######## block 1 ########
### Clock routing, block 1

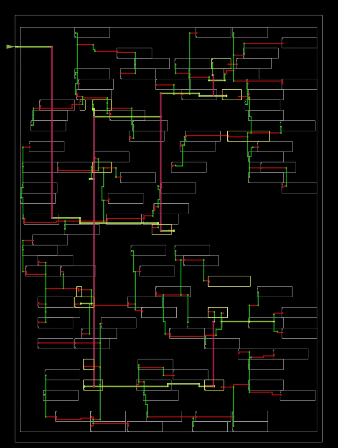

`src/rtl/regfile_1w2r_tracked.sv`:
```
// Register file with one write port and two registered read ports.
// A per-entry written bit flags reads of never-written or out-of-range entries as errors.
module regfile_1w2r_tracked #(
   parameter int unsigned DATA_W = 8,
   parameter int unsigned DEPTH  = 8,
   parameter int unsigned ADDR_W = $clog2(DEPTH),
   parameter int unsigned BYPASS = 1,
   localparam int unsigned CNT_W = $clog2(DEPTH + 1)
) (
   input  logic              clk,
   input  logic              resetn,
   input  logic              wr_en,
   input  logic [ADDR_W-1:0] wr_addr,
   input  logic [DATA_W-1:0] wr_data,
   input  logic              clr,
   input  logic              rd0_en,
   input  logic [ADDR_W-1:0] rd0_addr,
   output logic [DATA_W-1:0] rd0_data,
   output logic              rd0_valid,
   output logic              rd0_err,
   input  logic              rd1_en,
   input  logic [ADDR_W-1:0] rd1_addr,
   output logic [DATA_W-1:0] rd1_data,
   output logic              rd1_valid,
   output logic              rd1_err,
   output logic              wr_err,
   output logic [CNT_W-1:0]  valid_cnt
);

   // One extra bit so addresses at or above a non-power-of-2 DEPTH compare correctly.
   localparam logic [ADDR_W:0] DEPTH_L = (ADDR_W + 1)'(DEPTH);

   logic [DATA_W-1:0] mem_q [DEPTH];
   logic [DEPTH-1:0]  written_q;
   logic [CNT_W-1:0]  cnt_q, cnt_d;
   logic              wr_in_range, wr_ok, wr_err_d, wr_err_q;

   logic              rd_en_v   [2];
   logic [ADDR_W-1:0] rd_addr_v [2];
   logic [DATA_W-1:0] rd_data_d [2];
   logic [DATA_W-1:0] rd_data_q [2];
   logic [1:0]        rd_err_d, rd_err_q, rd_valid_q;

   assign wr_in_range = {1'b0, wr_addr} < DEPTH_L;
   assign wr_ok       = wr_en & ~clr & wr_in_range;
   assign wr_err_d    = wr_en & ~wr_ok;

   assign rd_en_v[0]   = rd0_en;
   assign rd_en_v[1]   = rd1_en;
   assign rd_addr_v[0] = rd0_addr;
   assign rd_addr_v[1] = rd1_addr;

   // Lookups use pre-edge state, so a read alongside clr still sees the old contents.
   always_comb begin
      for (int p = 0; p < 2; p++) begin
         rd_data_d[p] = '0;
         rd_err_d[p]  = 1'b0;
         if (rd_en_v[p]) begin
            if (BYPASS != 0 && wr_ok && wr_addr == rd_addr_v[p]) begin
               rd_data_d[p] = wr_data;
            end else if ({1'b0, rd_addr_v[p]} < DEPTH_L && written_q[rd_addr_v[p]]) begin
               rd_data_d[p] = mem_q[rd_addr_v[p]];
            end else begin
               rd_err_d[p] = 1'b1;
            end
         end
      end
   end

   always_comb begin
      cnt_d = cnt_q;
      if (clr) begin
         cnt_d = '0;
      end else if (wr_ok && !written_q[wr_addr]) begin
         cnt_d = cnt_q + CNT_W'(1);
      end
   end

   always_ff @(posedge clk or negedge resetn) begin
      if (!resetn) begin
         for (int i = 0; i < int'(DEPTH); i++) begin
            mem_q[i] <= '0;
         end
      end else if (wr_ok) begin
         mem_q[wr_addr] <= wr_data;
      end
   end

   always_ff @(posedge clk or negedge resetn) begin
      if (!resetn) begin
         written_q <= '0;
         cnt_q     <= '0;
      end else begin
         cnt_q <= cnt_d;
         if (clr) begin
            written_q <= '0;
         end else if (wr_ok) begin
            written_q[wr_addr] <= 1'b1;
         end
      end
   end

   always_ff @(posedge clk or negedge resetn) begin
      if (!resetn) begin
         rd_data_q[0] <= '0;
         rd_data_q[1] <= '0;
         rd_err_q     <= '0;
         rd_valid_q   <= '0;
         wr_err_q     <= 1'b0;
      end else begin
         rd_data_q[0] <= rd_data_d[0];
         rd_data_q[1] <= rd_data_d[1];
         rd_err_q     <= rd_err_d;
         rd_valid_q   <= {rd1_en, rd0_en};
         wr_err_q     <= wr_err_d;
      end
   end

   assign rd0_data  = rd_data_q[0];
   assign rd0_err   = rd_err_q[0];
   assign rd0_valid = rd_valid_q[0];
   assign rd1_data  = rd_data_q[1];
   assign rd1_err   = rd_err_q[1];
   assign rd1_valid = rd_valid_q[1];
   assign wr_err    = wr_err_q;
   assign valid_cnt = cnt_q;

endmodule

```
`config.mk`:
```
export PLATFORM = sky130hd
export DESIGN_NAME = regfile_1w2r_tracked
export DESIGN_NICKNAME = d
export VERILOG_FILES = /design/src/rtl/regfile_1w2r_tracked.sv
export SDC_FILE = /design/constraint.sdc
export NUM_CORES = 1
export LEC_CHECK = 0
export ABC_AREA = 1
export CAP_MARGIN = 20
export CORE_ASPECT_RATIO = 1.4
export CORE_UTILIZATION = 65
export CTS_BUF_LIST = sky130_fd_sc_hd__clkbuf_8
export CTS_CLUSTER_DIAMETER = 40
export DETAILED_ROUTE_END_ITERATION = 12
export PLACE_DENSITY = 0.93
export SLEW_MARGIN = 20
export SYNTH_ARGS = -nofsm -noshare
export SYNTH_HDL_FRONTEND = slang
export SYNTH_SLANG_ARGS = --single-unit
export TNS_END_PERCENT = 1
```
`constraint.sdc`:
```
create_clock -name clk -period 2.77 [get_ports clk]
set_clock_uncertainty 0.15 [all_clocks]
set_input_delay 0.554 -clock clk [delete_from_list [all_inputs] [get_ports clk]]
set_output_delay 0.554 -clock clk [all_outputs]
set_load 0.005 [all_outputs]
```
######## block 2 ########
$ cat config.mk
export PLATFORM = sky130hd
export DESIGN_NAME = sdram_wb_arbiter
export DESIGN_NICKNAME = d
export VERILOG_FILES = /design/src/rtl/sdram_wb_arbiter.sv
export SDC_FILE = /design/constraint.sdc
export NUM_CORES = 1
export LEC_CHECK = 0
export CORE_AREA = 5 5 106 108
export DETAILED_ROUTE_END_ITERATION = 10
export DIE_AREA = 0 0 111 113
export PLACE_DENSITY = 0.71
export SETUP_SLACK_MARGIN = 0.3
export SYNTH_ARGS = -nofsm -noshare
export SYNTH_HDL_FRONTEND = slang
export SYNTH_SLANG_ARGS = --single-unit
$ cat constraint.sdc
create_clock -name sys_clk -period 3.39 [get_ports sys_clk]
set_input_delay 0.339 -clock sys_clk [delete_from_list [all_inputs] [get_ports sys_clk]]
set_output_delay 0.339 -clock sys_clk [all_outputs]
set_load 0.1 [all_outputs]
$ cat src/rtl/sdram_wb_arbiter.sv
// rtl/sdram_wb_arbiter.sv - round-robin Wishbone arbiter in front of the sdrc_top slave port
// Grants are held for a whole wb_cyc; a stall watchdog pulses timeout_o.
module sdram_wb_arbiter #(
    parameter int NUM_M   = 2,
    parameter int AW      = 26,
    parameter int DW      = 32,
    parameter int TIMEOUT = 255
) (
    input  logic                      sys_clk,
    input  logic                      RESETN,
    input  logic                      sdr_init_done,
    input  logic [NUM_M-1:0]          m_cyc_i,
    input  logic [NUM_M-1:0]          m_stb_i,
    input  logic [NUM_M-1:0]          m_we_i,
    input  logic [NUM_M*AW-1:0]       m_addr_i,
    input  logic [NUM_M*DW-1:0]       m_dat_i,
    input  logic [NUM_M*(DW/8)-1:0]   m_sel_i,
    input  logic [NUM_M*3-1:0]        m_cti_i,
    output logic [NUM_M-1:0]          m_ack_o,
    output logic [DW-1:0]             m_dat_o,
    output logic                      s_cyc_o,
    output logic                      s_stb_o,
    output logic                      s_we_o,
    output logic [AW-1:0]             s_addr_o,
    output logic [DW-1:0]             s_dat_o,
    output logic [DW/8-1:0]           s_sel_o,
    output logic [2:0]                s_cti_o,
    input  logic                      s_ack_i,
    input  logic [DW-1:0]             s_dat_i,
    output logic [NUM_M-1:0]          grant_o,
    output logic                      timeout_o
);

    localparam int SW = DW / 8;
    localparam int PW = (NUM_M > 1) ? $clog2(NUM_M) : 1;
    localparam int WW = $clog2(TIMEOUT + 1);

    typedef enum logic [1:0] {ST_IDLE, ST_BUSY, ST_RELEASE} state_t;

    state_t           state_q, state_d;
    logic [NUM_M-1:0] grant_q, grant_d;
    logic [PW-1:0]    gidx_q, gidx_d;
    logic [PW-1:0]    last_q, last_d;
    logic [WW-1:0]    wd_q, wd_d;

    logic [NUM_M-1:0] req;
    logic [PW-1:0]    idx;
    logic             found;
    logic             busy;
    logic             sel_cyc, sel_stb, sel_we;
    logic [AW-1:0]    sel_addr;
    logic [DW-1:0]    sel_dat;
    logic [SW-1:0]    sel_sel;
    logic [2:0]       sel_cti;

    assign req  = m_cyc_i & m_stb_i;
    assign busy = (state_q == ST_BUSY);

    always_comb begin
        state_d = state_q;
        grant_d = grant_q;
        gidx_d  = gidx_q;
        last_d  = last_q;
        idx     = '0;
        found   = 1'b0;
        case (state_q)
            ST_IDLE: begin
                if (sdr_init_done && |req) begin
                    // search starts just past the previous owner, so master 0 wins after reset
                    for (int i = 1; i <= NUM_M; i++) begin
                        idx = PW'((int'(last_q) + i) % NUM_M);
                        if (!found && req[idx]) begin
                            found  = 1'b1;
                            gidx_d = idx;
                        end
                    end
                    grant_d         = '0;
                    grant_d[gidx_d] = 1'b1;
                    state_d         = ST_BUSY;
                end
            end
            ST_BUSY: begin
                if (!m_cyc_i[gidx_q]) begin
                    state_d = ST_RELEASE;
                    last_d  = gidx_q;
                    grant_d = '0;
                end
            end
            default: state_d = ST_IDLE;
        endcase
    end

    always_comb begin
        sel_cyc  = 1'b0;
        sel_stb  = 1'b0;
        sel_we   = 1'b0;
        sel_addr = '0;
        sel_dat  = '0;
        sel_sel  = '0;
        sel_cti  = '0;
        for (int k = 0; k < NUM_M; k++) begin
            if (gidx_q == PW'(k)) begin
                sel_cyc  = m_cyc_i[k];
                sel_stb  = m_stb_i[k];
                sel_we   = m_we_i[k];
                sel_addr = m_addr_i[k*AW +: AW];
                sel_dat  = m_dat_i[k*DW +: DW];
                sel_sel  = m_sel_i[k*SW +: SW];
                sel_cti  = m_cti_i[k*3 +: 3];
            end
        end
    end

    always_comb begin
        s_cyc_o  = busy & sel_cyc;
        s_stb_o  = busy & sel_stb;
        s_we_o   = busy & sel_we;
        s_addr_o = busy ? sel_addr : '0;
        s_dat_o  = busy ? sel_dat  : '0;
        s_sel_o  = busy ? sel_sel  : '0;
        s_cti_o  = busy ? sel_cti  : '0;
        m_ack_o  = busy ? (grant_q & {NUM_M{s_ack_i}}) : '0;
        m_dat_o  = s_dat_i;
        grant_o  = grant_q;
        timeout_o = (wd_q == WW'(TIMEOUT));
    end

    always_comb begin
        if (!s_stb_o || s_ack_i || wd_q == WW'(TIMEOUT)) begin
            wd_d = '0;
        end else begin
            wd_d = wd_q + WW'(1);
        end
    end

    always_ff @(posedge sys_clk) begin
        if (!RESETN) begin
            state_q <= ST_IDLE;
            grant_q <= '0;
            gidx_q  <= '0;
            last_q  <= PW'(NUM_M - 1);
            wd_q    <= '0;
        end else begin
            state_q <= state_d;
            grant_q <= grant_d;
            gidx_q  <= gidx_d;
            last_q  <= last_d;
            wd_q    <= wd_d;
        end
    end

endmodule

######## block 3 ########
===== config.mk =====
export PLATFORM = sky130hd
export DESIGN_NAME = instr_decode_stage
export DESIGN_NICKNAME = d
export VERILOG_FILES = /design/src/rtl/cpu_decode_pkg.sv /design/src/rtl/instr_decode_stage_skid_buffer2.sv /design/src/rtl/instr_decode_stage.sv
export SDC_FILE = /design/constraint.sdc
export NUM_CORES = 1
export LEC_CHECK = 0
export CAP_MARGIN = 5
export CORE_MARGIN = 1
export CORE_UTILIZATION = 50
export CTS_CLUSTER_SIZE = 28
export DETAILED_ROUTE_END_ITERATION = 10
export PLACE_DENSITY = 0.9
export REMOVE_ABC_BUFFERS = 1
export SETUP_SLACK_MARGIN = 0.2
export SLEW_MARGIN = 20
export SYNTH_ARGS = -nofsm -noshare
export SYNTH_HDL_FRONTEND = slang
export SYNTH_SLANG_ARGS = --single-unit
export TNS_END_PERCENT = 30

===== constraint.sdc =====
create_clock -name clk -period 6.2 [get_ports clk]
set_clock_uncertainty 0.15 [all_clocks]
set_input_delay 1.24 -clock clk [delete_from_list [all_inputs] [get_ports clk]]
set_output_delay 1.24 -clock clk [all_outputs]
set_load 0.005 [all_outputs]

===== src/rtl/cpu_decode_pkg.sv =====
// Shared decode definitions: instruction field positions, type classes and the
// decoded-instruction payload carried through the decode-stage buffer.
package cpu_decode_pkg;

  localparam int unsigned INSTR_WIDTH = 32;
  localparam int unsigned PC_WIDTH    = 32;

  localparam int unsigned OPC_HI = 31;
  localparam int unsigned OPC_LO = 26;
  localparam int unsigned RD_HI  = 25;
  localparam int unsigned RD_LO  = 22;
  localparam int unsigned RS1_HI = 21;
  localparam int unsigned RS1_LO = 18;
  localparam int unsigned RS2_HI = 17;
  localparam int unsigned RS2_LO = 14;
  localparam int unsigned IMM_HI = 17;
  localparam int unsigned IMM_LO = 2;

  localparam int unsigned OPC_W = OPC_HI - OPC_LO + 1;
  localparam int unsigned REG_W = RD_HI - RD_LO + 1;
  localparam int unsigned IMM_W = IMM_HI - IMM_LO + 1;

  // Inclusive upper opcode bound of each class; S takes everything above J.
  localparam int unsigned OPC_R_MAX = 7;
  localparam int unsigned OPC_I_MAX = 23;
  localparam int unsigned OPC_J_MAX = 27;

  typedef enum logic [1:0] {
    ITYPE_R = 2'b00,
    ITYPE_I = 2'b01,
    ITYPE_J = 2'b10,
    ITYPE_S = 2'b11
  } instr_type_t;

  typedef struct packed {
    logic [PC_WIDTH-1:0] pc;
    logic [OPC_W-1:0]    opcode;
    logic [REG_W-1:0]    rd;
    logic [REG_W-1:0]    rs1;
    logic [REG_W-1:0]    rs2;
    logic [IMM_W-1:0]    imm16;
    instr_type_t         instr_type;
  } decoded_instr_t;

  function automatic instr_type_t classify_opcode(input logic [OPC_W-1:0] opc);
    if (opc <= OPC_W'(OPC_R_MAX))      return ITYPE_R;
    else if (opc <= OPC_W'(OPC_I_MAX)) return ITYPE_I;
    else if (opc <= OPC_W'(OPC_J_MAX)) return ITYPE_J;
    else                               return ITYPE_S;
  endfunction

endpackage


===== src/rtl/instr_decode_stage_skid_buffer2.sv =====
// skid_buffer2: two-entry valid/ready buffer (main M drives outputs, skid S
// holds the younger entry) carrying decoded_instr_t, with synchronous flush.
module skid_buffer2
  import cpu_decode_pkg::*;
(
  input  logic           clk,
  input  logic           reset,
  input  logic           flush,
  input  logic           in_valid,
  output logic           in_ready,
  input  decoded_instr_t in_data,
  output logic           out_valid,
  input  logic           out_ready,
  output decoded_instr_t out_data
);

  typedef enum logic [1:0] {
    ST_EMPTY = 2'b00,
    ST_ONE   = 2'b01,
    ST_TWO   = 2'b10
  } occ_state_t;

  occ_state_t     r_state;
  occ_state_t     w_state_nxt;
  decoded_instr_t r_m;
  decoded_instr_t r_s;
  decoded_instr_t w_m_nxt;
  decoded_instr_t w_s_nxt;
  logic           r_m_valid;
  logic           r_in_ready;
  logic           w_accept;
  logic           w_drain;

  assign w_accept = in_valid && r_in_ready;
  assign w_drain  = r_m_valid && out_ready;

  // Occupancy transitions; flush drops both entries but the drain still happened.
  always_comb begin
    w_state_nxt = r_state;
    w_m_nxt     = r_m;
    w_s_nxt     = r_s;
    if (flush) begin
      w_state_nxt = ST_EMPTY;
    end else begin
      case (r_state)
        ST_EMPTY: begin
          if (w_accept) begin
            w_m_nxt     = in_data;
            w_state_nxt = ST_ONE;
          end
        end
        ST_ONE: begin
          if (w_drain) begin
            if (w_accept) w_m_nxt = in_data;
            else          w_state_nxt = ST_EMPTY;
          end else if (w_accept) begin
            w_s_nxt     = in_data;
            w_state_nxt = ST_TWO;
          end
        end
        ST_TWO: begin
          if (w_drain) begin
            w_m_nxt     = r_s;
            w_state_nxt = ST_ONE;
          end
        end
        default: w_state_nxt = ST_EMPTY;
      endcase
    end
  end

  always_ff @(posedge clk or posedge reset) begin
    if (reset) begin
      r_state    <= ST_EMPTY;
      r_m        <= '0;
      r_s        <= '0;
      r_m_valid  <= 1'b0;
      r_in_ready <= 1'b1;
    end else begin
      r_state    <= w_state_nxt;
      r_m        <= w_m_nxt;
      r_s        <= w_s_nxt;
      r_m_valid  <= (w_state_nxt != ST_EMPTY);
      r_in_ready <= (w_state_nxt != ST_TWO);
    end
  end

  assign in_ready  = r_in_ready;
  assign out_valid = r_m_valid;
  assign out_data  = r_m;

endmodule


===== src/rtl/instr_decode_stage.sv =====
// Decode-stage pipeline buffer: splits fetched words into fields and buffers them.
// Optional DECODE_ILLEGAL_TRAP_EN flags opcodes >= NUM_OPCODES on out_illegal.
module instr_decode_stage
  import cpu_decode_pkg::*;
#(
  parameter int unsigned INSTR_W = 32,
`ifdef DECODE_ILLEGAL_TRAP_EN
  parameter int unsigned NUM_OPCODES = 32,
`endif
  parameter int unsigned PC_W = 32
) (
  input  logic               clk,
  input  logic               reset,
  input  logic               flush,
  input  logic               in_valid,
  output logic               in_ready,
  input  logic [INSTR_W-1:0] in_instr,
  input  logic [PC_W-1:0]    in_pc,
  output logic               out_valid,
  input  logic               out_ready,
  output logic [PC_W-1:0]    out_pc,
  output logic [5:0]         out_opcode,
  output logic [3:0]         out_rd,
  output logic [3:0]         out_rs1,
  output logic [3:0]         out_rs2,
  output logic [15:0]        out_imm16,
  output logic [1:0]         out_type,
  output logic               out_illegal
);

  decoded_instr_t w_dec;
  decoded_instr_t w_out;
  logic           w_unused_low;

  // Field split and type classification happen before storage.
  always_comb begin
    w_dec            = '0;
    w_dec.pc         = PC_WIDTH'(in_pc);
    w_dec.opcode     = in_instr[OPC_HI:OPC_LO];
    w_dec.rd         = in_instr[RD_HI:RD_LO];
    w_dec.rs1        = in_instr[RS1_HI:RS1_LO];
    w_dec.rs2        = in_instr[RS2_HI:RS2_LO];
    w_dec.imm16      = in_instr[IMM_HI:IMM_LO];
    w_dec.instr_type = classify_opcode(in_instr[OPC_HI:OPC_LO]);
  end

  assign w_unused_low = ^in_instr[IMM_LO-1:0];

  skid_buffer2 u_skid (
    .clk       (clk),
    .reset     (reset),
    .flush     (flush),
    .in_valid  (in_valid),
    .in_ready  (in_ready),
    .in_data   (w_dec),
    .out_valid (out_valid),
    .out_ready (out_ready),
    .out_data  (w_out)
  );

  assign out_pc     = PC_W'(w_out.pc);
  assign out_opcode = w_out.opcode;
  assign out_rd     = w_out.rd;
  assign out_rs1    = w_out.rs1;
  assign out_rs2    = w_out.rs2;
  assign out_imm16  = w_out.imm16;
  assign out_type   = w_out.instr_type;

`ifdef DECODE_ILLEGAL_TRAP_EN
  assign out_illegal = out_valid && (32'(w_out.opcode) >= 32'(NUM_OPCODES));
`else
  assign out_illegal = 1'b0;
`endif

endmodule

######## block 4 ########
--- config.mk ---
export PLATFORM = sky130hd
export DESIGN_NAME = multi_edge_detector_flat
export DESIGN_NICKNAME = d
export VERILOG_FILES = /design/src/rtl/multi_edge_detector_if.sv /design/src/rtl/multi_edge_detector.sv /design/src/flat_wrapper.sv
export SDC_FILE = /design/constraint.sdc
export NUM_CORES = 1
export LEC_CHECK = 0
export ABC_AREA = 1
export CORE_UTILIZATION = 25
export DETAILED_ROUTE_END_ITERATION = 7
export PLACE_DENSITY = 0.46
export SLEW_MARGIN = 5
export SYNTH_ARGS = -nofsm -noshare
export SYNTH_HDL_FRONTEND = slang
export SYNTH_SLANG_ARGS = --single-unit
export TNS_END_PERCENT = 20
--- constraint.sdc ---
create_clock -name clk -period 2.6 [get_ports clk]
set_input_delay 0.52 -clock clk [delete_from_list [all_inputs] [get_ports clk]]
set_output_delay 0.52 -clock clk [all_outputs]
set_load 0.01 [all_outputs]
--- src/rtl/multi_edge_detector_if.sv ---
// Bundle of per-channel input controls and status outputs of the edge detector.
// The master side drives raw inputs and controls; the slave side is the detector.
interface multi_edge_detector_if #(
    parameter int N_CH  = 4,
    parameter int CNT_W = 8
);
    logic [N_CH-1:0]       signal;
    logic [2*N_CH-1:0]     mode;
    logic [N_CH-1:0]       sticky_clr;
    logic [N_CH-1:0]       count_clr;
    logic [N_CH-1:0]       level;
    logic [N_CH-1:0]       pulse;
    logic [N_CH-1:0]       sticky;
    logic [N_CH*CNT_W-1:0] count;
    logic                  irq;

    modport master (
        output signal, mode, sticky_clr, count_clr,
        input  level, pulse, sticky, count, irq
    );

    modport slave (
        input  signal, mode, sticky_clr, count_clr,
        output level, pulse, sticky, count, irq
    );
endinterface

--- src/rtl/multi_edge_detector.sv ---
// N-channel edge detector: synchroniser, debounce filter, per-channel edge mode,
// one-cycle event pulse, sticky flag with clear, saturating event counter.
// irq is the OR of the sticky flags.
module multi_edge_detector #(
    parameter int   N_CH        = 4,
    parameter int   SYNC_STAGES = 2,
    parameter int   DEBOUNCE    = 4,
    parameter int   CNT_W       = 8,
    parameter logic RESET_LEVEL = 1'b1
) (
    input  logic                  clk,
    input  logic                  reset,
    multi_edge_detector_if.slave  bus
);
    // Debounce counter only has to reach DEBOUNCE-1; the extra bit keeps
    // DEBOUNCE=1 legal with a one-bit counter.
    localparam int              DB_W    = $clog2(DEBOUNCE) + 1;
    localparam logic [DB_W-1:0] DB_LAST = DB_W'(DEBOUNCE - 1);
    localparam logic [CNT_W-1:0] CNT_MAX = {CNT_W{1'b1}};

    localparam logic [1:0] MODE_RISE = 2'b00;
    localparam logic [1:0] MODE_FALL = 2'b01;
    localparam logic [1:0] MODE_BOTH = 2'b10;

    logic [N_CH-1:0]       level_vec;
    logic [N_CH-1:0]       pulse_vec;
    logic [N_CH-1:0]       sticky_vec;
    logic [N_CH*CNT_W-1:0] count_vec;

    genvar gi;
    generate
        for (gi = 0; gi < N_CH; gi++) begin : g_ch
            logic [SYNC_STAGES-1:0] sync_reg;
            logic                   s_last;
            logic [DB_W-1:0]        db_cnt_reg;
            logic [DB_W-1:0]        db_cnt_next;
            logic                   level_reg;
            logic                   level_next;
            logic                   raw_edge;
            logic [1:0]             ch_mode;
            logic                   event_next;
            logic                   pulse_reg;
            logic                   sticky_reg;
            logic                   sticky_next;
            logic [CNT_W-1:0]       cnt_reg;
            logic [CNT_W-1:0]       cnt_next;

            assign s_last  = sync_reg[SYNC_STAGES-1];
            assign ch_mode = bus.mode[2*gi +: 2];

            // Synchroniser chain: stage 0 samples the raw pin, later stages shift up.
            always_ff @(posedge clk) begin
                if (reset) begin
                    sync_reg <= {SYNC_STAGES{RESET_LEVEL}};
                end else begin
                    sync_reg <= SYNC_STAGES'({sync_reg, bus.signal[gi]});
                end
            end

            // Debounce: the level flips only after DEBOUNCE consecutive mismatches.
            always_comb begin
                db_cnt_next = db_cnt_reg;
                level_next  = level_reg;
                raw_edge    = 1'b0;
                if (s_last == level_reg) begin
                    db_cnt_next = '0;
                end else if (db_cnt_reg == DB_LAST) begin
                    db_cnt_next = '0;
                    level_next  = s_last;
                    raw_edge    = 1'b1;
                end else begin
                    db_cnt_next = db_cnt_reg + 1'b1;
                end
            end

            // Edge qualification by mode; the new level decides rise versus fall.
            always_comb begin
                event_next = 1'b0;
                case (ch_mode)
                    MODE_RISE: event_next = raw_edge &  level_next;
                    MODE_FALL: event_next = raw_edge & ~level_next;
                    MODE_BOTH: event_next = raw_edge;
                    default:   event_next = 1'b0;
                endcase
            end

            // Sticky flag and saturating counter; a coincident event wins over a clear.
            always_comb begin
                sticky_next = sticky_reg;
                cnt_next    = cnt_reg;
                if (event_next) begin
                    sticky_next = 1'b1;
                end else if (bus.sticky_clr[gi]) begin
                    sticky_next = 1'b0;
                end
                if (bus.count_clr[gi]) begin
                    cnt_next = event_next ? CNT_W'(1) : '0;
                end else if (event_next && (cnt_reg != CNT_MAX)) begin
                    cnt_next = cnt_reg + 1'b1;
                end
            end

            // Per-channel state registers; level and pulse update on the same edge.
            always_ff @(posedge clk) begin
                if (reset) begin
                    db_cnt_reg <= '0;
                    level_reg  <= RESET_LEVEL;
                    pulse_reg  <= 1'b0;
                    sticky_reg <= 1'b0;
                    cnt_reg    <= '0;
                end else begin
                    db_cnt_reg <= db_cnt_next;
                    level_reg  <= level_next;
                    pulse_reg  <= event_next;
                    sticky_reg <= sticky_next;
                    cnt_reg    <= cnt_next;
                end
            end

            assign level_vec[gi]                = level_reg;
            assign pulse_vec[gi]                = pulse_reg;
            assign sticky_vec[gi]               = sticky_reg;
            assign count_vec[CNT_W*gi +: CNT_W] = cnt_reg;
        end
    endgenerate

    assign bus.level  = level_vec;
    assign bus.pulse  = pulse_vec;
    assign bus.sticky = sticky_vec;
    assign bus.count  = count_vec;
    // irq comes only from sticky flops, so it cannot glitch on input activity.
    assign bus.irq    = |sticky_vec;
endmodule

--- src/flat_wrapper.sv ---
// flat-port wrapper written by rule: the top's interface ports become plain ports
module multi_edge_detector_flat 
#(
    parameter int   N_CH        = 4,
    parameter int   SYNC_STAGES = 2,
    parameter int   DEBOUNCE    = 4,
    parameter int   CNT_W       = 8,
    parameter logic RESET_LEVEL = 1'b1
)
  (clk, reset, bus_signal, bus_mode, bus_sticky_clr, bus_count_clr, bus_level, bus_pulse, bus_sticky, bus_count, bus_irq);
  multi_edge_detector_if #(.N_CH(N_CH), .CNT_W(CNT_W)) bus_i ();
  input  logic clk;
  input  logic reset;
  input wire logic [$bits(bus_i.signal)-1:0] bus_signal;
  input wire logic [$bits(bus_i.mode)-1:0] bus_mode;
  input wire logic [$bits(bus_i.sticky_clr)-1:0] bus_sticky_clr;
  input wire logic [$bits(bus_i.count_clr)-1:0] bus_count_clr;
  output wire logic [$bits(bus_i.level)-1:0] bus_level;
  output wire logic [$bits(bus_i.pulse)-1:0] bus_pulse;
  output wire logic [$bits(bus_i.sticky)-1:0] bus_sticky;
  output wire logic [$bits(bus_i.count)-1:0] bus_count;
  output wire logic [$bits(bus_i.irq)-1:0] bus_irq;
  assign bus_i.signal = bus_signal;
  assign bus_i.mode = bus_mode;
  assign bus_i.sticky_clr = bus_sticky_clr;
  assign bus_i.count_clr = bus_count_clr;
  assign bus_level = bus_i.level;
  assign bus_pulse = bus_i.pulse;
  assign bus_sticky = bus_i.sticky;
  assign bus_count = bus_i.count;
  assign bus_irq = bus_i.irq;
  multi_edge_detector #(.N_CH(N_CH), .SYNC_STAGES(SYNC_STAGES), .DEBOUNCE(DEBOUNCE), .CNT_W(CNT_W), .RESET_LEVEL(RESET_LEVEL)) u_core (.clk(clk), .reset(reset), .bus(bus_i));
endmodule
### Cells coloured by class, block 2

(2 px per um)
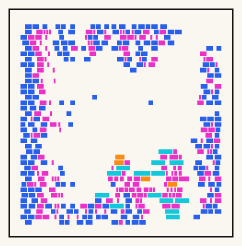
other buffers and delay cells: marked blue, cells 215, share of their area 55%. flops: marked cyan, cells 14, share of their area 7.9%. clock drivers and dummy loads: marked orange, cells 4, share of their area 1.5%. all other logic: marked magenta, cells 188, share of their area 36%.
Seq area share: 7.527%
Design Area, Final: 0.003774 mm^2

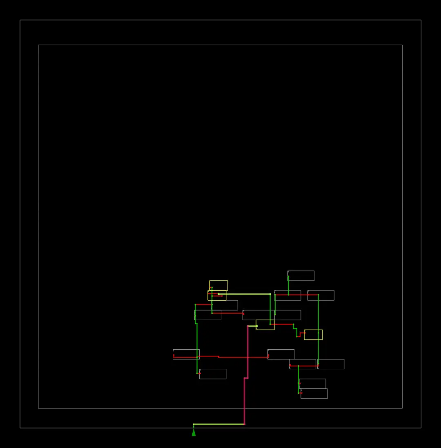
*Clock routing, block 2*
clock skew: 0.004553 ns
Clock Sinks: 14
Seq cells: 14
clock buf count: 4
Worst-Skew Late Latency: 0.25 ns

==> run summary, block 2 <==
yosys + openroad results -> status=finished, final reports clean, wl on met1=3044 um, Seq pwr share=19.5%, CTS tree=built, syn_nets=426, clk pwr=0.000163 W, Min-Delay Path Class=register to register, final worst slack=1.013 ns, P_comb=0.000617 W, Setup crit end=s_addr_o[8], Vias=2342, largest net degree at the start of global routing=42, tap cells=136, WHS Endpoint=grant_o[1], DRT iter0 DRCs=30, layout cells sized above 1=19.95%, DR WL/cell=15.15 um, Seq/Total Area, Yosys=14.76%, vias per cell=4.205, MaxCap Viol Count=0, top-count cell post-synth=nor2_1, Largest cell class=non-clock buffers, maximum clock frequency=420.8 MHz
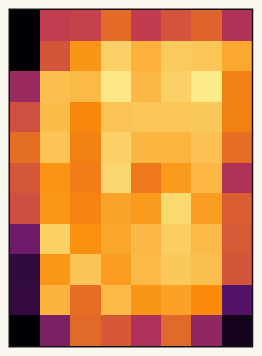
*Cell density map, block 1*
(3 px per um) 8 x 11 tiles, from black (low) to pale yellow (high), 0 to 100% covered.
3.4% of the tiles are nearly empty. 53% of the tiles are over 75% full. The mean over all tiles is 69%. The fullest tile reaches 96%.
Init Core Util: 68.08%
Final Core Density: 76.57%
CORE AREA: 0.008247 mm^2

## Picture notes: 'Clock routing' of block 1
Worst-Skew Late Latency: 0.38 ns
Clock Sinks: 97

==> run summary, block 1 <==
yosys + openroad results -> post-DP HPWL=11030 um, Layout Area Growth over Synthesis=12.48%, status=finished, final reports clean, clock buf count=9, Flops after synth=97, Crit path max-delay family=simple AND/OR/NAND/NOR gates, Vias=5495, FP Rows=39, vias in the first global route=5526, DP Area=0.006116 mm^2, top logic cells by instance count in the layout=nand2_1 (285), dfrtp_1 (97), inv_1 (89), MaxCap Viol Count=0, dominant register cell=dfrtp_1, slowest CP cell=clkdlybuf4s50_1, Post-synth EDFFs=0, DIE HEIGHT=112.0 um, seq pwr=0.00176 W, Pins Over Slew Limit=0, Most Crowded Layer GR=met2, DRC violations left=0, # fillers=616, Combinational Gates=546, Seq cells=97, Reg with most FFs=mem_q, Crit path depth=9, WL final=15740 um, final net count=838, Pwr Total=0.003667 W, Synth mux share=0%, bufs w/o clock=62, Antenna Nets Post-Route=0, Post-synth area hogs=dfrtp_1 (43%), nand2_1 (19%), nand3_1 (6.2%), inv_1 (5.8%), o211ai_1 (4.3%), Arrival @ worst endpoint=2.24 ns, IO Pins=48, final setup vio count=0, Yosys top cell by area=dfrtp_1, antenna violations before repair=0
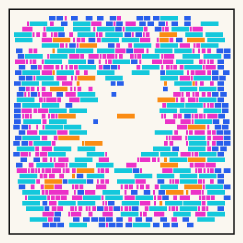
*Cells coloured by class, block 3*
(2 px per um)
all other logic: marked magenta, cells 343, share of their area 32%. other buffers and delay cells: marked blue, cells 144, share of their area 18%. flops: marked cyan, cells 132, share of their area 43%. clock drivers and dummy loads: marked orange, cells 30, share of their area 6.8%.

==> run summary, block 3 <==
yosys + openroad results -> DRC violations left=11, status=finished, violations left, fin crit share=61.50%, Sw Ratio=27.73%, cell count after placement=762, Seq area share=41.97%, Register Area=0.003304 mm^2, Cell Type Count=33, Pre-antenna DRT Iters=8, Pleak=3.491 nW, RR Startpoint=u_skid.r_state[1], IO Pins=140, Final Core Density=68.08%, tool warnings=27, failing checks=design-rule violations, Combinational Gates=341
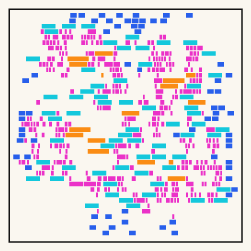
*Cells coloured by class, block 4*
(2 px per um)
all other logic: marked magenta, cells 358, share of their area 44%. clock drivers and dummy loads: marked orange, cells 16, share of their area 8.9%. flops: marked cyan, cells 64, share of their area 31%. other buffers and delay cells: marked blue, cells 67, share of their area 16%.
Seq area share: 29.32%
Final Core Density: 34.63%
Design Area, Final: 0.004370 mm^2
CORE AREA: 0.01262 mm^2

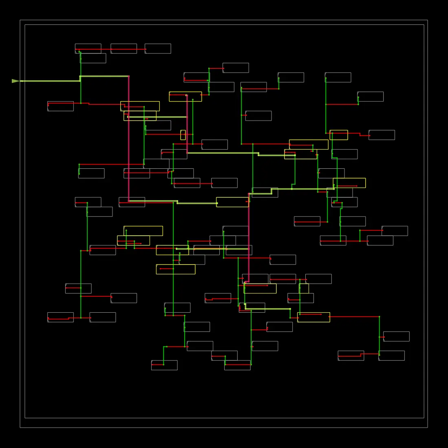
*Clock routing, block 4*
clock skew: 0.004886 ns
Clock Sinks: 64

==> run summary, block 4 <==
yosys + openroad results -> DP Area=0.004000 mm^2, status=finished, final reports clean, IO Pins=67, Main power group=clock, Init Core Util=25.55%, Arrival @ worst endpoint=1.40 ns, Cell Type Count=28, Mapped Area=0.003224 mm^2, wire length of the first global-routing pass=12610 um, Gate power share=3.4%, largest net degree at the start of global routing=35, GRT overflow=0, Antenna Nets Post-Route=0, Combinational Gates=284, asr flop ratio synth=0%, Vias=2870, final hold viol count=0, Min-Delay Path Class=register to register, bufs w/o clock=67, P_comb=0.0000870 W, ANT cells=0, Post-synth EDFFs=0, CTS H-Tree Depth=3

==> notes/layouts.md <==
Pictures saved along the way, in no particular order.

Pin map.
(3 px per um) Pins as bars across the die edge, other pins in grey.
(a)
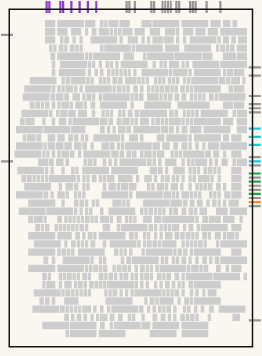
(b)
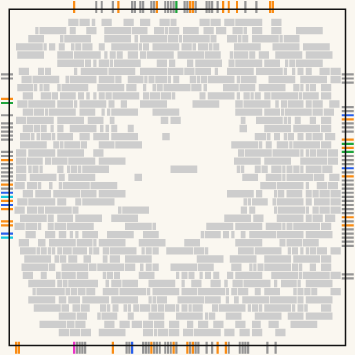
(c)
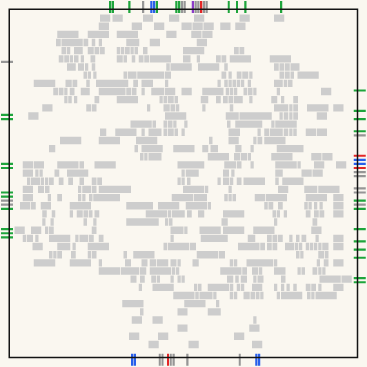
(d)
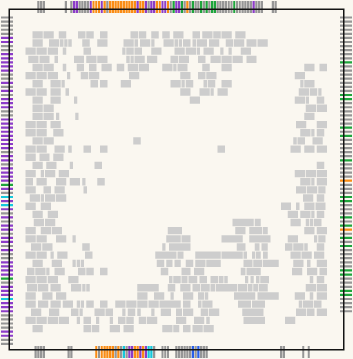
The one with the fewest pins is (a).
block 4 -> (c)
block 3 -> (b)
block 2 -> (d)
block 1 -> (a)


######## block 5 ########
### Cells coloured by class, block 5

(4 px per um)
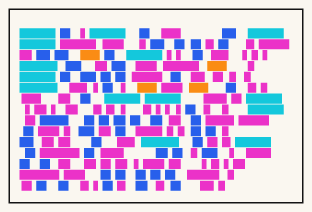

### config.mk
export PLATFORM = sky130hd
export DESIGN_NAME = mux4_rr_arbiter
export DESIGN_NICKNAME = d
export VERILOG_FILES = /design/src/rtl/mux4_rr_arbiter_pkg.sv /design/src/rtl/mux4_rr_arbiter_rr_pick4.sv /design/src/rtl/mux4_rr_arbiter.sv
export SDC_FILE = /design/constraint.sdc
export NUM_CORES = 1
export LEC_CHECK = 0
export CAP_MARGIN = 20
export CELL_PAD_IN_SITES_DETAIL_PLACEMENT = 1
export CELL_PAD_IN_SITES_GLOBAL_PLACEMENT = 1
export CORE_AREA = 2 2 71 46
export DETAILED_ROUTE_END_ITERATION = 12
export DIE_AREA = 0 0 73 48
export PLACE_DENSITY = 0.69
export SLEW_MARGIN = 10
export SYNTH_ARGS = -nofsm -noshare
export SYNTH_HDL_FRONTEND = slang
export SYNTH_SLANG_ARGS = --single-unit
export TNS_END_PERCENT = 30
### constraint.sdc
create_clock -name clk -period 2.2 [get_ports clk]
set_clock_uncertainty 0.1 [all_clocks]
set_input_delay 0.44 -clock clk [delete_from_list [all_inputs] [get_ports clk]]
set_output_delay 0.44 -clock clk [all_outputs]
set_load 0.05 [all_outputs]
### src/rtl/mux4_rr_arbiter_pkg.sv
// Shared types, constants and helpers for the 4-way round-robin mux arbiter.
package mux4_rr_arbiter_pkg;

  localparam int N_REQ = 4;
  localparam int SEL_W = 2;

  typedef logic [N_REQ-1:0] req_t;
  typedef logic [SEL_W-1:0] idx_t;

  // Arbiter FSM states.
  typedef enum logic {
    IDLE  = 1'b0,
    GRANT = 1'b1
  } state_e;

  // Per-edge datapath action chosen by the FSM.
  // The output process turns this into register updates.
  typedef enum logic [2:0] {
    ACT_NONE     = 3'd0,  // hold every register
    ACT_TAKE     = 3'd1,  // new owner (first grant or handoff)
    ACT_HOLD_INC = 3'd2,  // owner keeps the mux, count one more cycle
    ACT_HOLD_CLR = 3'd3,  // lone owner at the limit keeps the mux, restart count
    ACT_RELEASE  = 3'd4   // nobody wants the mux, drop the grant
  } act_e;

  // Binary index -> one-hot request/grant vector.
  function automatic req_t onehot(input idx_t idx);
    req_t v;
    v      = '0;
    v[idx] = 1'b1;
    return v;
  endfunction

  // One-hot vector -> binary index. Zero-hot input yields index 0.
  function automatic idx_t index_of(input req_t oh);
    idx_t idx;
    idx = '0;
    for (int i = 0; i < N_REQ; i++) begin
      if (oh[i]) idx = idx_t'(i);
    end
    return idx;
  endfunction

endpackage

### src/rtl/mux4_rr_arbiter_rr_pick4.sv
// Combinational round-robin picker: scans req starting at ptr and wrapping
// modulo 4; the first set bit wins. valid_o is low when req is all-zero.
module mux4_rr_arbiter_rr_pick4
  import mux4_rr_arbiter_pkg::*;
(
  input  req_t req_i,
  input  idx_t ptr_i,
  output idx_t idx_o,
  output logic valid_o
);

  // Walk the search order from the farthest to the nearest offset.
  // The nearest set request is assigned last and therefore wins.
  always_comb begin
    // NOTE: every output gets a default before any conditional assignment,
    // so no path leaves a value unassigned and no latch is inferred.
    idx_o   = ptr_i;
    valid_o = 1'b0;
    for (int i = N_REQ - 1; i >= 0; i--) begin
      if (req_i[idx_t'(ptr_i + idx_t'(i))]) begin
        idx_o   = idx_t'(ptr_i + idx_t'(i));
        valid_o = 1'b1;
      end
    end
  end

endmodule

### src/rtl/mux4_rr_arbiter.sv
// Round-robin arbiter that owns the select of a shared 4:1 mux.
// It grants one requester at a time and caps ownership at MAX_HOLD cycles
// while others wait. Priority rotates past each new owner.
// All outputs are registered. There is no combinational path from req.
module mux4_rr_arbiter
  import mux4_rr_arbiter_pkg::*;
#(
  parameter int MAX_HOLD = 4,  // legal 1..16
  parameter int HOLD_W   = 4   // 2**HOLD_W >= MAX_HOLD
) (
  input  logic             clk,
  input  logic             rst_n,
  input  logic [N_REQ-1:0] req,
  output logic [N_REQ-1:0] grant,
  output logic [SEL_W-1:0] sel,
  output logic             busy
);

  // Last hold_cnt value before the owner must yield to a waiting requester.
  localparam logic [HOLD_W-1:0] HOLD_LAST = HOLD_W'(MAX_HOLD - 1);

  state_e            state_q, state_d;
  req_t              grant_q, grant_d;
  idx_t              sel_q,   sel_d;
  logic              busy_q,  busy_d;
  idx_t              ptr_q,   ptr_d;
  logic [HOLD_W-1:0] hold_q,  hold_d;
  act_e              act;

  req_t masked_req;
  idx_t pick_idx;
  logic pick_valid;
  logic own_req;
  logic at_limit;

  // In GRANT, sel_q is the current owner. It is removed from the search so
  // the picker sees only the other requesters. In IDLE every request counts.
  assign masked_req = (state_q == GRANT) ? (req & ~onehot(sel_q)) : req;
  assign own_req    = req[sel_q];
  assign at_limit   = (hold_q == HOLD_LAST);

  // One picker serves both the first grant from IDLE and every handoff.
  mux4_rr_arbiter_rr_pick4 u_pick (
    .req_i   (masked_req),
    .ptr_i   (ptr_q),
    .idx_o   (pick_idx),
    .valid_o (pick_valid)
  );

  // State register plus the registered outputs, ptr and hold counter.
  // All of them clear immediately when rst_n falls.
  always_ff @(posedge clk or negedge rst_n) begin
    if (!rst_n) begin
      state_q <= IDLE;
      grant_q <= '0;
      sel_q   <= '0;
      busy_q  <= 1'b0;
      ptr_q   <= '0;
      hold_q  <= '0;
    end else begin
      // NOTE: sequential state uses non-blocking assignments, so every
      // register samples pre-edge values regardless of statement order.
      state_q <= state_d;
      grant_q <= grant_d;
      sel_q   <= sel_d;
      busy_q  <= busy_d;
      ptr_q   <= ptr_d;
      hold_q  <= hold_d;
    end
  end

  // Next-state logic: pick the next state and the datapath action for this edge.
  always_comb begin
    state_d = state_q;
    act     = ACT_NONE;
    case (state_q)
      IDLE: begin
        if (pick_valid) begin
          state_d = GRANT;
          act     = ACT_TAKE;
        end
      end
      GRANT: begin
        if (!own_req) begin
          // The owner has let go. Hand off with no gap, or go idle.
          if (pick_valid) begin
            act = ACT_TAKE;
          end else begin
            state_d = IDLE;
            act     = ACT_RELEASE;
          end
        end else if (!at_limit) begin
          act = ACT_HOLD_INC;
        end else if (pick_valid) begin
          // Hold limit reached with others waiting: preempt.
          act = ACT_TAKE;
        end else begin
          // Hold limit reached but nobody else wants the mux: keep it.
          act = ACT_HOLD_CLR;
        end
      end
      default: begin
        state_d = IDLE;
        act     = ACT_RELEASE;
      end
    endcase
  end

  // Output logic: turn the chosen action into next values of the registered outputs, ptr and hold counter.
  always_comb begin
    grant_d = grant_q;
    sel_d   = sel_q;
    busy_d  = busy_q;
    ptr_d   = ptr_q;
    hold_d  = hold_q;
    case (act)
      ACT_TAKE: begin
        grant_d = onehot(pick_idx);
        sel_d   = pick_idx;
        busy_d  = 1'b1;
        hold_d  = '0;
        ptr_d   = idx_t'(pick_idx + idx_t'(1));  // 2-bit wrap: 3 -> 0
      end
      ACT_HOLD_INC: begin
        hold_d = hold_q + HOLD_W'(1);
      end
      ACT_HOLD_CLR: begin
        hold_d = '0;
      end
      ACT_RELEASE: begin
        // sel keeps its value so the mux output stays defined while idle.
        grant_d = '0;
        busy_d  = 1'b0;
        hold_d  = '0;
      end
      default: begin
        busy_d = (state_q == GRANT);
      end
    endcase
  end

  assign grant = grant_q;
  assign sel   = sel_q;
  assign busy  = busy_q;

endmodule
######## block 6 ########
$ cat src/rtl/io_map_pkg.sv
// Register map shared by the I/O input and output paths.
package io_map_pkg;

   localparam int unsigned IO_REG_W = 5;

   localparam logic [IO_REG_W-1:0] IO_SW        = 5'h00;
   localparam logic [IO_REG_W-1:0] IO_KEY_LEVEL = 5'h01;
   localparam logic [IO_REG_W-1:0] IO_KEY_EVENT = 5'h02;
   localparam logic [IO_REG_W-1:0] IO_PRESS_CNT = 5'h03;

   typedef logic [3:0] key_vec_t;

   // Number of keys pressing on one edge, 0 to 4.
   function automatic logic [2:0] count_presses(input key_vec_t v);
      logic [2:0] n;
      n = '0;
      for (int i = 0; i < 4; i++) begin
         n = n + {2'b00, v[i]};
      end
      return n;
   endfunction

endpackage

$ cat src/rtl/key_debounce.sv
// One push key: 2-flop synchroniser on the inverted key, stability counter and accepted level.
module key_debounce #(
   parameter int unsigned DEBOUNCE_CYCLES = 16
) (
   input  logic io_clk,
   input  logic clrn,
   input  logic key_n,
   output logic level,
   output logic press
);

   localparam int unsigned CNT_W = (DEBOUNCE_CYCLES > 1) ? $clog2(DEBOUNCE_CYCLES) : 1;
   localparam logic [CNT_W-1:0] CNT_MAX = CNT_W'(DEBOUNCE_CYCLES - 1);

   logic [1:0]       sync_q;
   logic             pressed_sync;
   logic [CNT_W-1:0] cnt_q, cnt_d;
   logic             level_q, level_d;

   assign pressed_sync = sync_q[1];

   always_ff @(posedge io_clk or negedge clrn) begin
      if (!clrn) begin
         sync_q  <= '0;
         cnt_q   <= '0;
         level_q <= 1'b0;
      end else begin
         sync_q  <= {sync_q[0], ~key_n};
         cnt_q   <= cnt_d;
         level_q <= level_d;
      end
   end

   // Any return to the accepted level restarts the count.
   always_comb begin
      cnt_d   = cnt_q;
      level_d = level_q;
      press   = 1'b0;
      if (pressed_sync == level_q) begin
         cnt_d = '0;
      end else if (cnt_q == CNT_MAX) begin
         level_d = pressed_sync;
         cnt_d   = '0;
         press   = pressed_sync;
      end else begin
         cnt_d = cnt_q + 1'b1;
      end
   end

   assign level = level_q;

endmodule

$ cat src/rtl/io_input_ctrl.sv
// Memory-mapped input peripheral: synchronised switches, debounced keys, sticky press events
// and a press counter, read with zero latency through io_read_data.
module io_input_ctrl
   import io_map_pkg::*;
#(
   parameter int unsigned DEBOUNCE_CYCLES = 16,
   parameter int unsigned NUM_KEYS        = 4
) (
   input  logic                io_clk,
   input  logic                clrn,
   input  logic [31:0]         addr,
   input  logic                io_rd,
   input  logic [31:0]         in_port0,
   input  logic [NUM_KEYS-1:0] key_n,
   output logic [31:0]         io_read_data
);

   logic [31:0]         sw_meta_q, sw_sync_q;
   logic [NUM_KEYS-1:0] key_level, key_press;
   logic [NUM_KEYS-1:0] key_event_q, key_event_d;
   logic [15:0]         press_count_q, press_count_d;
   logic [IO_REG_W-1:0] reg_sel;
   logic                rd_clr;
   logic                unused_addr;

   assign reg_sel     = addr[6:2];
   assign unused_addr = ^{addr[31:7], addr[1:0]};

   for (genvar gi = 0; gi < NUM_KEYS; gi++) begin : g_key
      key_debounce #(
         .DEBOUNCE_CYCLES(DEBOUNCE_CYCLES)
      ) u_key_debounce (
         .io_clk(io_clk),
         .clrn  (clrn),
         .key_n (key_n[gi]),
         .level (key_level[gi]),
         .press (key_press[gi])
      );
   end

   assign rd_clr = io_rd && (reg_sel == IO_KEY_EVENT);

   // A press landing on the clearing edge survives the clear.
   always_comb begin
      key_event_d   = (key_event_q & ~{NUM_KEYS{rd_clr}}) | key_press;
      press_count_d = press_count_q + 16'(count_presses(key_vec_t'(key_press)));
   end

   always_ff @(posedge io_clk or negedge clrn) begin
      if (!clrn) begin
         sw_meta_q     <= '0;
         sw_sync_q     <= '0;
         key_event_q   <= '0;
         press_count_q <= '0;
      end else begin
         sw_meta_q     <= in_port0;
         sw_sync_q     <= sw_meta_q;
         key_event_q   <= key_event_d;
         press_count_q <= press_count_d;
      end
   end

   always_comb begin
      io_read_data = '0;
      case (reg_sel)
         IO_SW:        io_read_data = sw_sync_q;
         IO_KEY_LEVEL: io_read_data = 32'(key_level);
         IO_KEY_EVENT: io_read_data = 32'(key_event_q);
         IO_PRESS_CNT: io_read_data = {16'b0, press_count_q};
         default:      io_read_data = '0;
      endcase
   end

endmodule

$ cat config.mk
export PLATFORM = sky130hd
export DESIGN_NAME = io_input_ctrl
export DESIGN_NICKNAME = d
export VERILOG_FILES = /design/src/rtl/io_map_pkg.sv /design/src/rtl/key_debounce.sv /design/src/rtl/io_input_ctrl.sv
export SDC_FILE = /design/constraint.sdc
export NUM_CORES = 1
export LEC_CHECK = 0
export CAP_MARGIN = 0
export CORE_MARGIN = 5
export CORE_UTILIZATION = 45
export DETAILED_ROUTE_END_ITERATION = 6
export PLACE_DENSITY = 0.78
export REMOVE_ABC_BUFFERS = 1
export SYNTH_ARGS = -nofsm -noshare
export SYNTH_HDL_FRONTEND = slang
export SYNTH_HIERARCHICAL = 1
export SYNTH_SLANG_ARGS = --single-unit
$ cat constraint.sdc
create_clock -name io_clk -period 4 [get_ports io_clk]
set_clock_uncertainty 0.1 [all_clocks]
set_input_delay 0.8 -clock io_clk [delete_from_list [all_inputs] [get_ports io_clk]]
set_output_delay 0.8 -clock io_clk [all_outputs]
set_load 0.03 [all_outputs]
### Metal layers overlaid, block 5

(4 px per um)
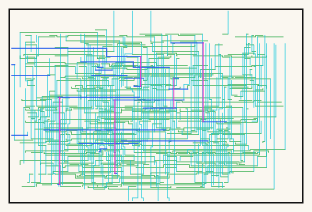
met3: marked blue, wire length 227 um. met2: marked cyan, wire length 2460 um. met1: marked green, wire length 2340 um. met4: marked magenta, wire length 74.8 um.

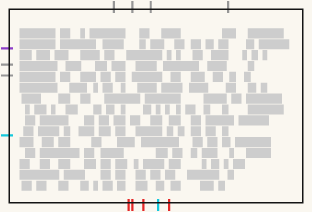
*Pin map, block 5*
(4 px per um) Pins as bars across the die edge, other pins in grey.
clk: marked purple, pins 1, direction input, edge west. sel: marked cyan, pins 2, direction output, edge 1 west, 1 south. req: marked red, pins 4, direction input, edge south.
Die W: 73 um
I/O Buffers: 12
DIE HEIGHT: 48 um

## Picture notes: 'Cells coloured by class' of block 5
all other logic: marked magenta, cells 90, share of their area 49%. clock drivers and dummy loads: marked orange, cells 4, share of their area 3.2%. flops: marked cyan, cells 14, share of their area 21%. other buffers and delay cells: marked blue, cells 54, share of their area 27%.
Final Core Density: 62.19%
FP Rows: 15

==> run summary, block 5 <==
yosys + openroad results -> bufs w/o clock=54, slowest stage delay, CP=0.43 ns, Final min period=2.552 ns, final worst slack=-0.3523 ns, Seq cells=14, Clock Sinks=14, Gate power share=76.9%, WHS=0.4089 ns, pre-CTS WS=-0.6036 ns, WL met2=2455 um, Worst-Skew Late Latency=0.25 ns, worst path bufs/invs=2, ANT cells=0, kind of start point of the critical path=register, Cell Type Count=44, Init Core Util=37.36%, maximum clock frequency=391.8 MHz, Design Area, Final=0.001739 mm^2, vias per cell=5.929, pwr/cell area=1961 mW/mm^2, GRT overflow=0, # Cells Yosys=108, syn_nets=119, layout cells sized above 1=51.23%, CORE AREA=0.002796 mm^2, Seq pwr share=15.4%, status=finished, violations left, failing checks=negative setup slack, crit path launch=sel[0], Pins Over Slew Limit=0, Pre-antenna DRT Iters=4, # fillers=299, final setup vio count=7, gpl congestion=0.8061, final net count=174, largest net degree at the start of global routing=15, fin crit share=116.0%, Data buffer area share=26.04%, Crit path max-delay family=AND-OR/OR-AND gates, Worst R2R Setup Slack=-0.35 ns
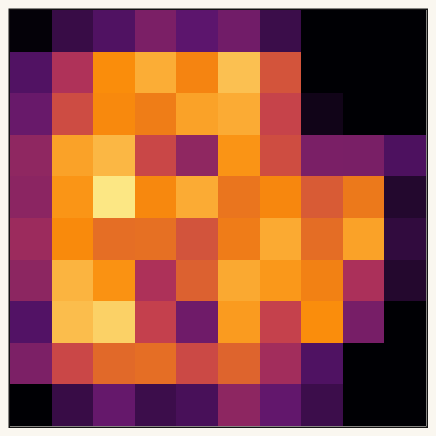
*Cell density map, block 6*
(4 px per um) 10 x 10 tiles, from black (low) to pale yellow (high), 0 to 100% covered.
21% of the tiles are over 75% full. 15% of the tiles are nearly empty. The emptiest ninth of the die: north-east. The fullest tile reaches 95%. The mean over all tiles is 45%.

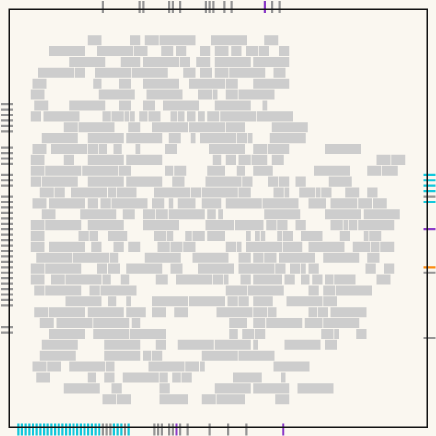
*Pin map, block 6*
(4 px per um) Pins as bars across the die edge, other pins in grey.
io_rd: marked orange, pins 1, direction input, edge east. key_n: marked purple, pins 4, direction input, edge 2 south, 1 north, 1 east. addr: marked cyan, pins 32, direction input, edge 27 south, 5 east.
All pins by edge: 43 south, 36 west, 14 north, 10 east.
Die W: 104.1 um
I/O Buffers: 75
DIE HEIGHT: 104.1 um

==> run summary, block 6 <==
yosys + openroad results -> status=finished, final reports clean, ANT cells=0, r2r endpoint=press_count_q[12], CORE AREA=0.008678 mm^2, Worst Max-Slew Pin Slew=0.6949 ns, wl on met1=3046 um, Met3 Wirelength=458 um, Design Area, Final=0.005006 mm^2, Antenna Nets Post-Route=0, setup TNS=0 ns, Worst R2R Setup Slack=0.92 ns, synthesis area per yosys=0.003985 mm^2, fraction of the mapped netlist area in simple logic gates=10.80%, logic share of the area=22.49%, setup repair bufs after CTS=0, Layout Area Growth over Synthesis=25.62%, wire length of the first global-routing pass=11770 um, antenna violations before repair=0, Worst-Skew Late Latency=0.37 ns


==> layout pictures side by side <==
Cell density map.
panel A
(3 px per um) 11 x 11 tiles, from black (low) to pale yellow (high), 0 to 100% covered.
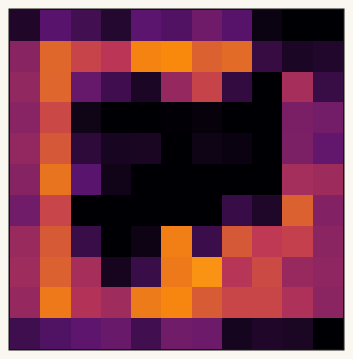
panel B
(3 px per um) 12 x 12 tiles, from black (low) to pale yellow (high), 0 to 100% covered.
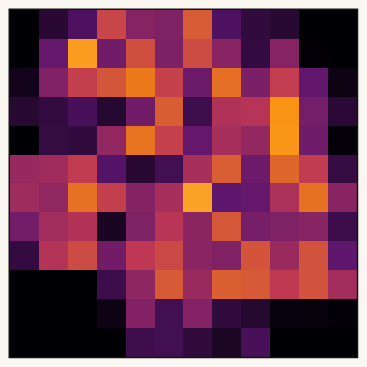
panel C
(4 px per um) 7 x 5 tiles, from black (low) to pale yellow (high), 0 to 100% covered.
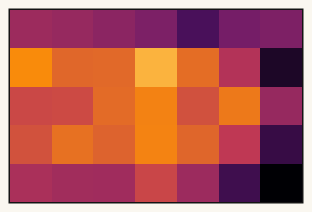
panel D
(3 px per um) 11 x 11 tiles, from black (low) to pale yellow (high), 0 to 100% covered.
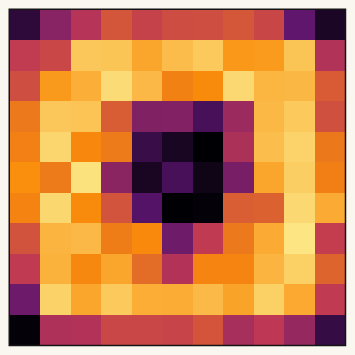
| picture | from |
|---|---|
| panel B | block 4 |
| panel C | block 5 |
| panel A | block 2 |
| panel D | block 3 |
The one with the smallest die is panel C.

Power is estimated from default activity; no workload was simulated.
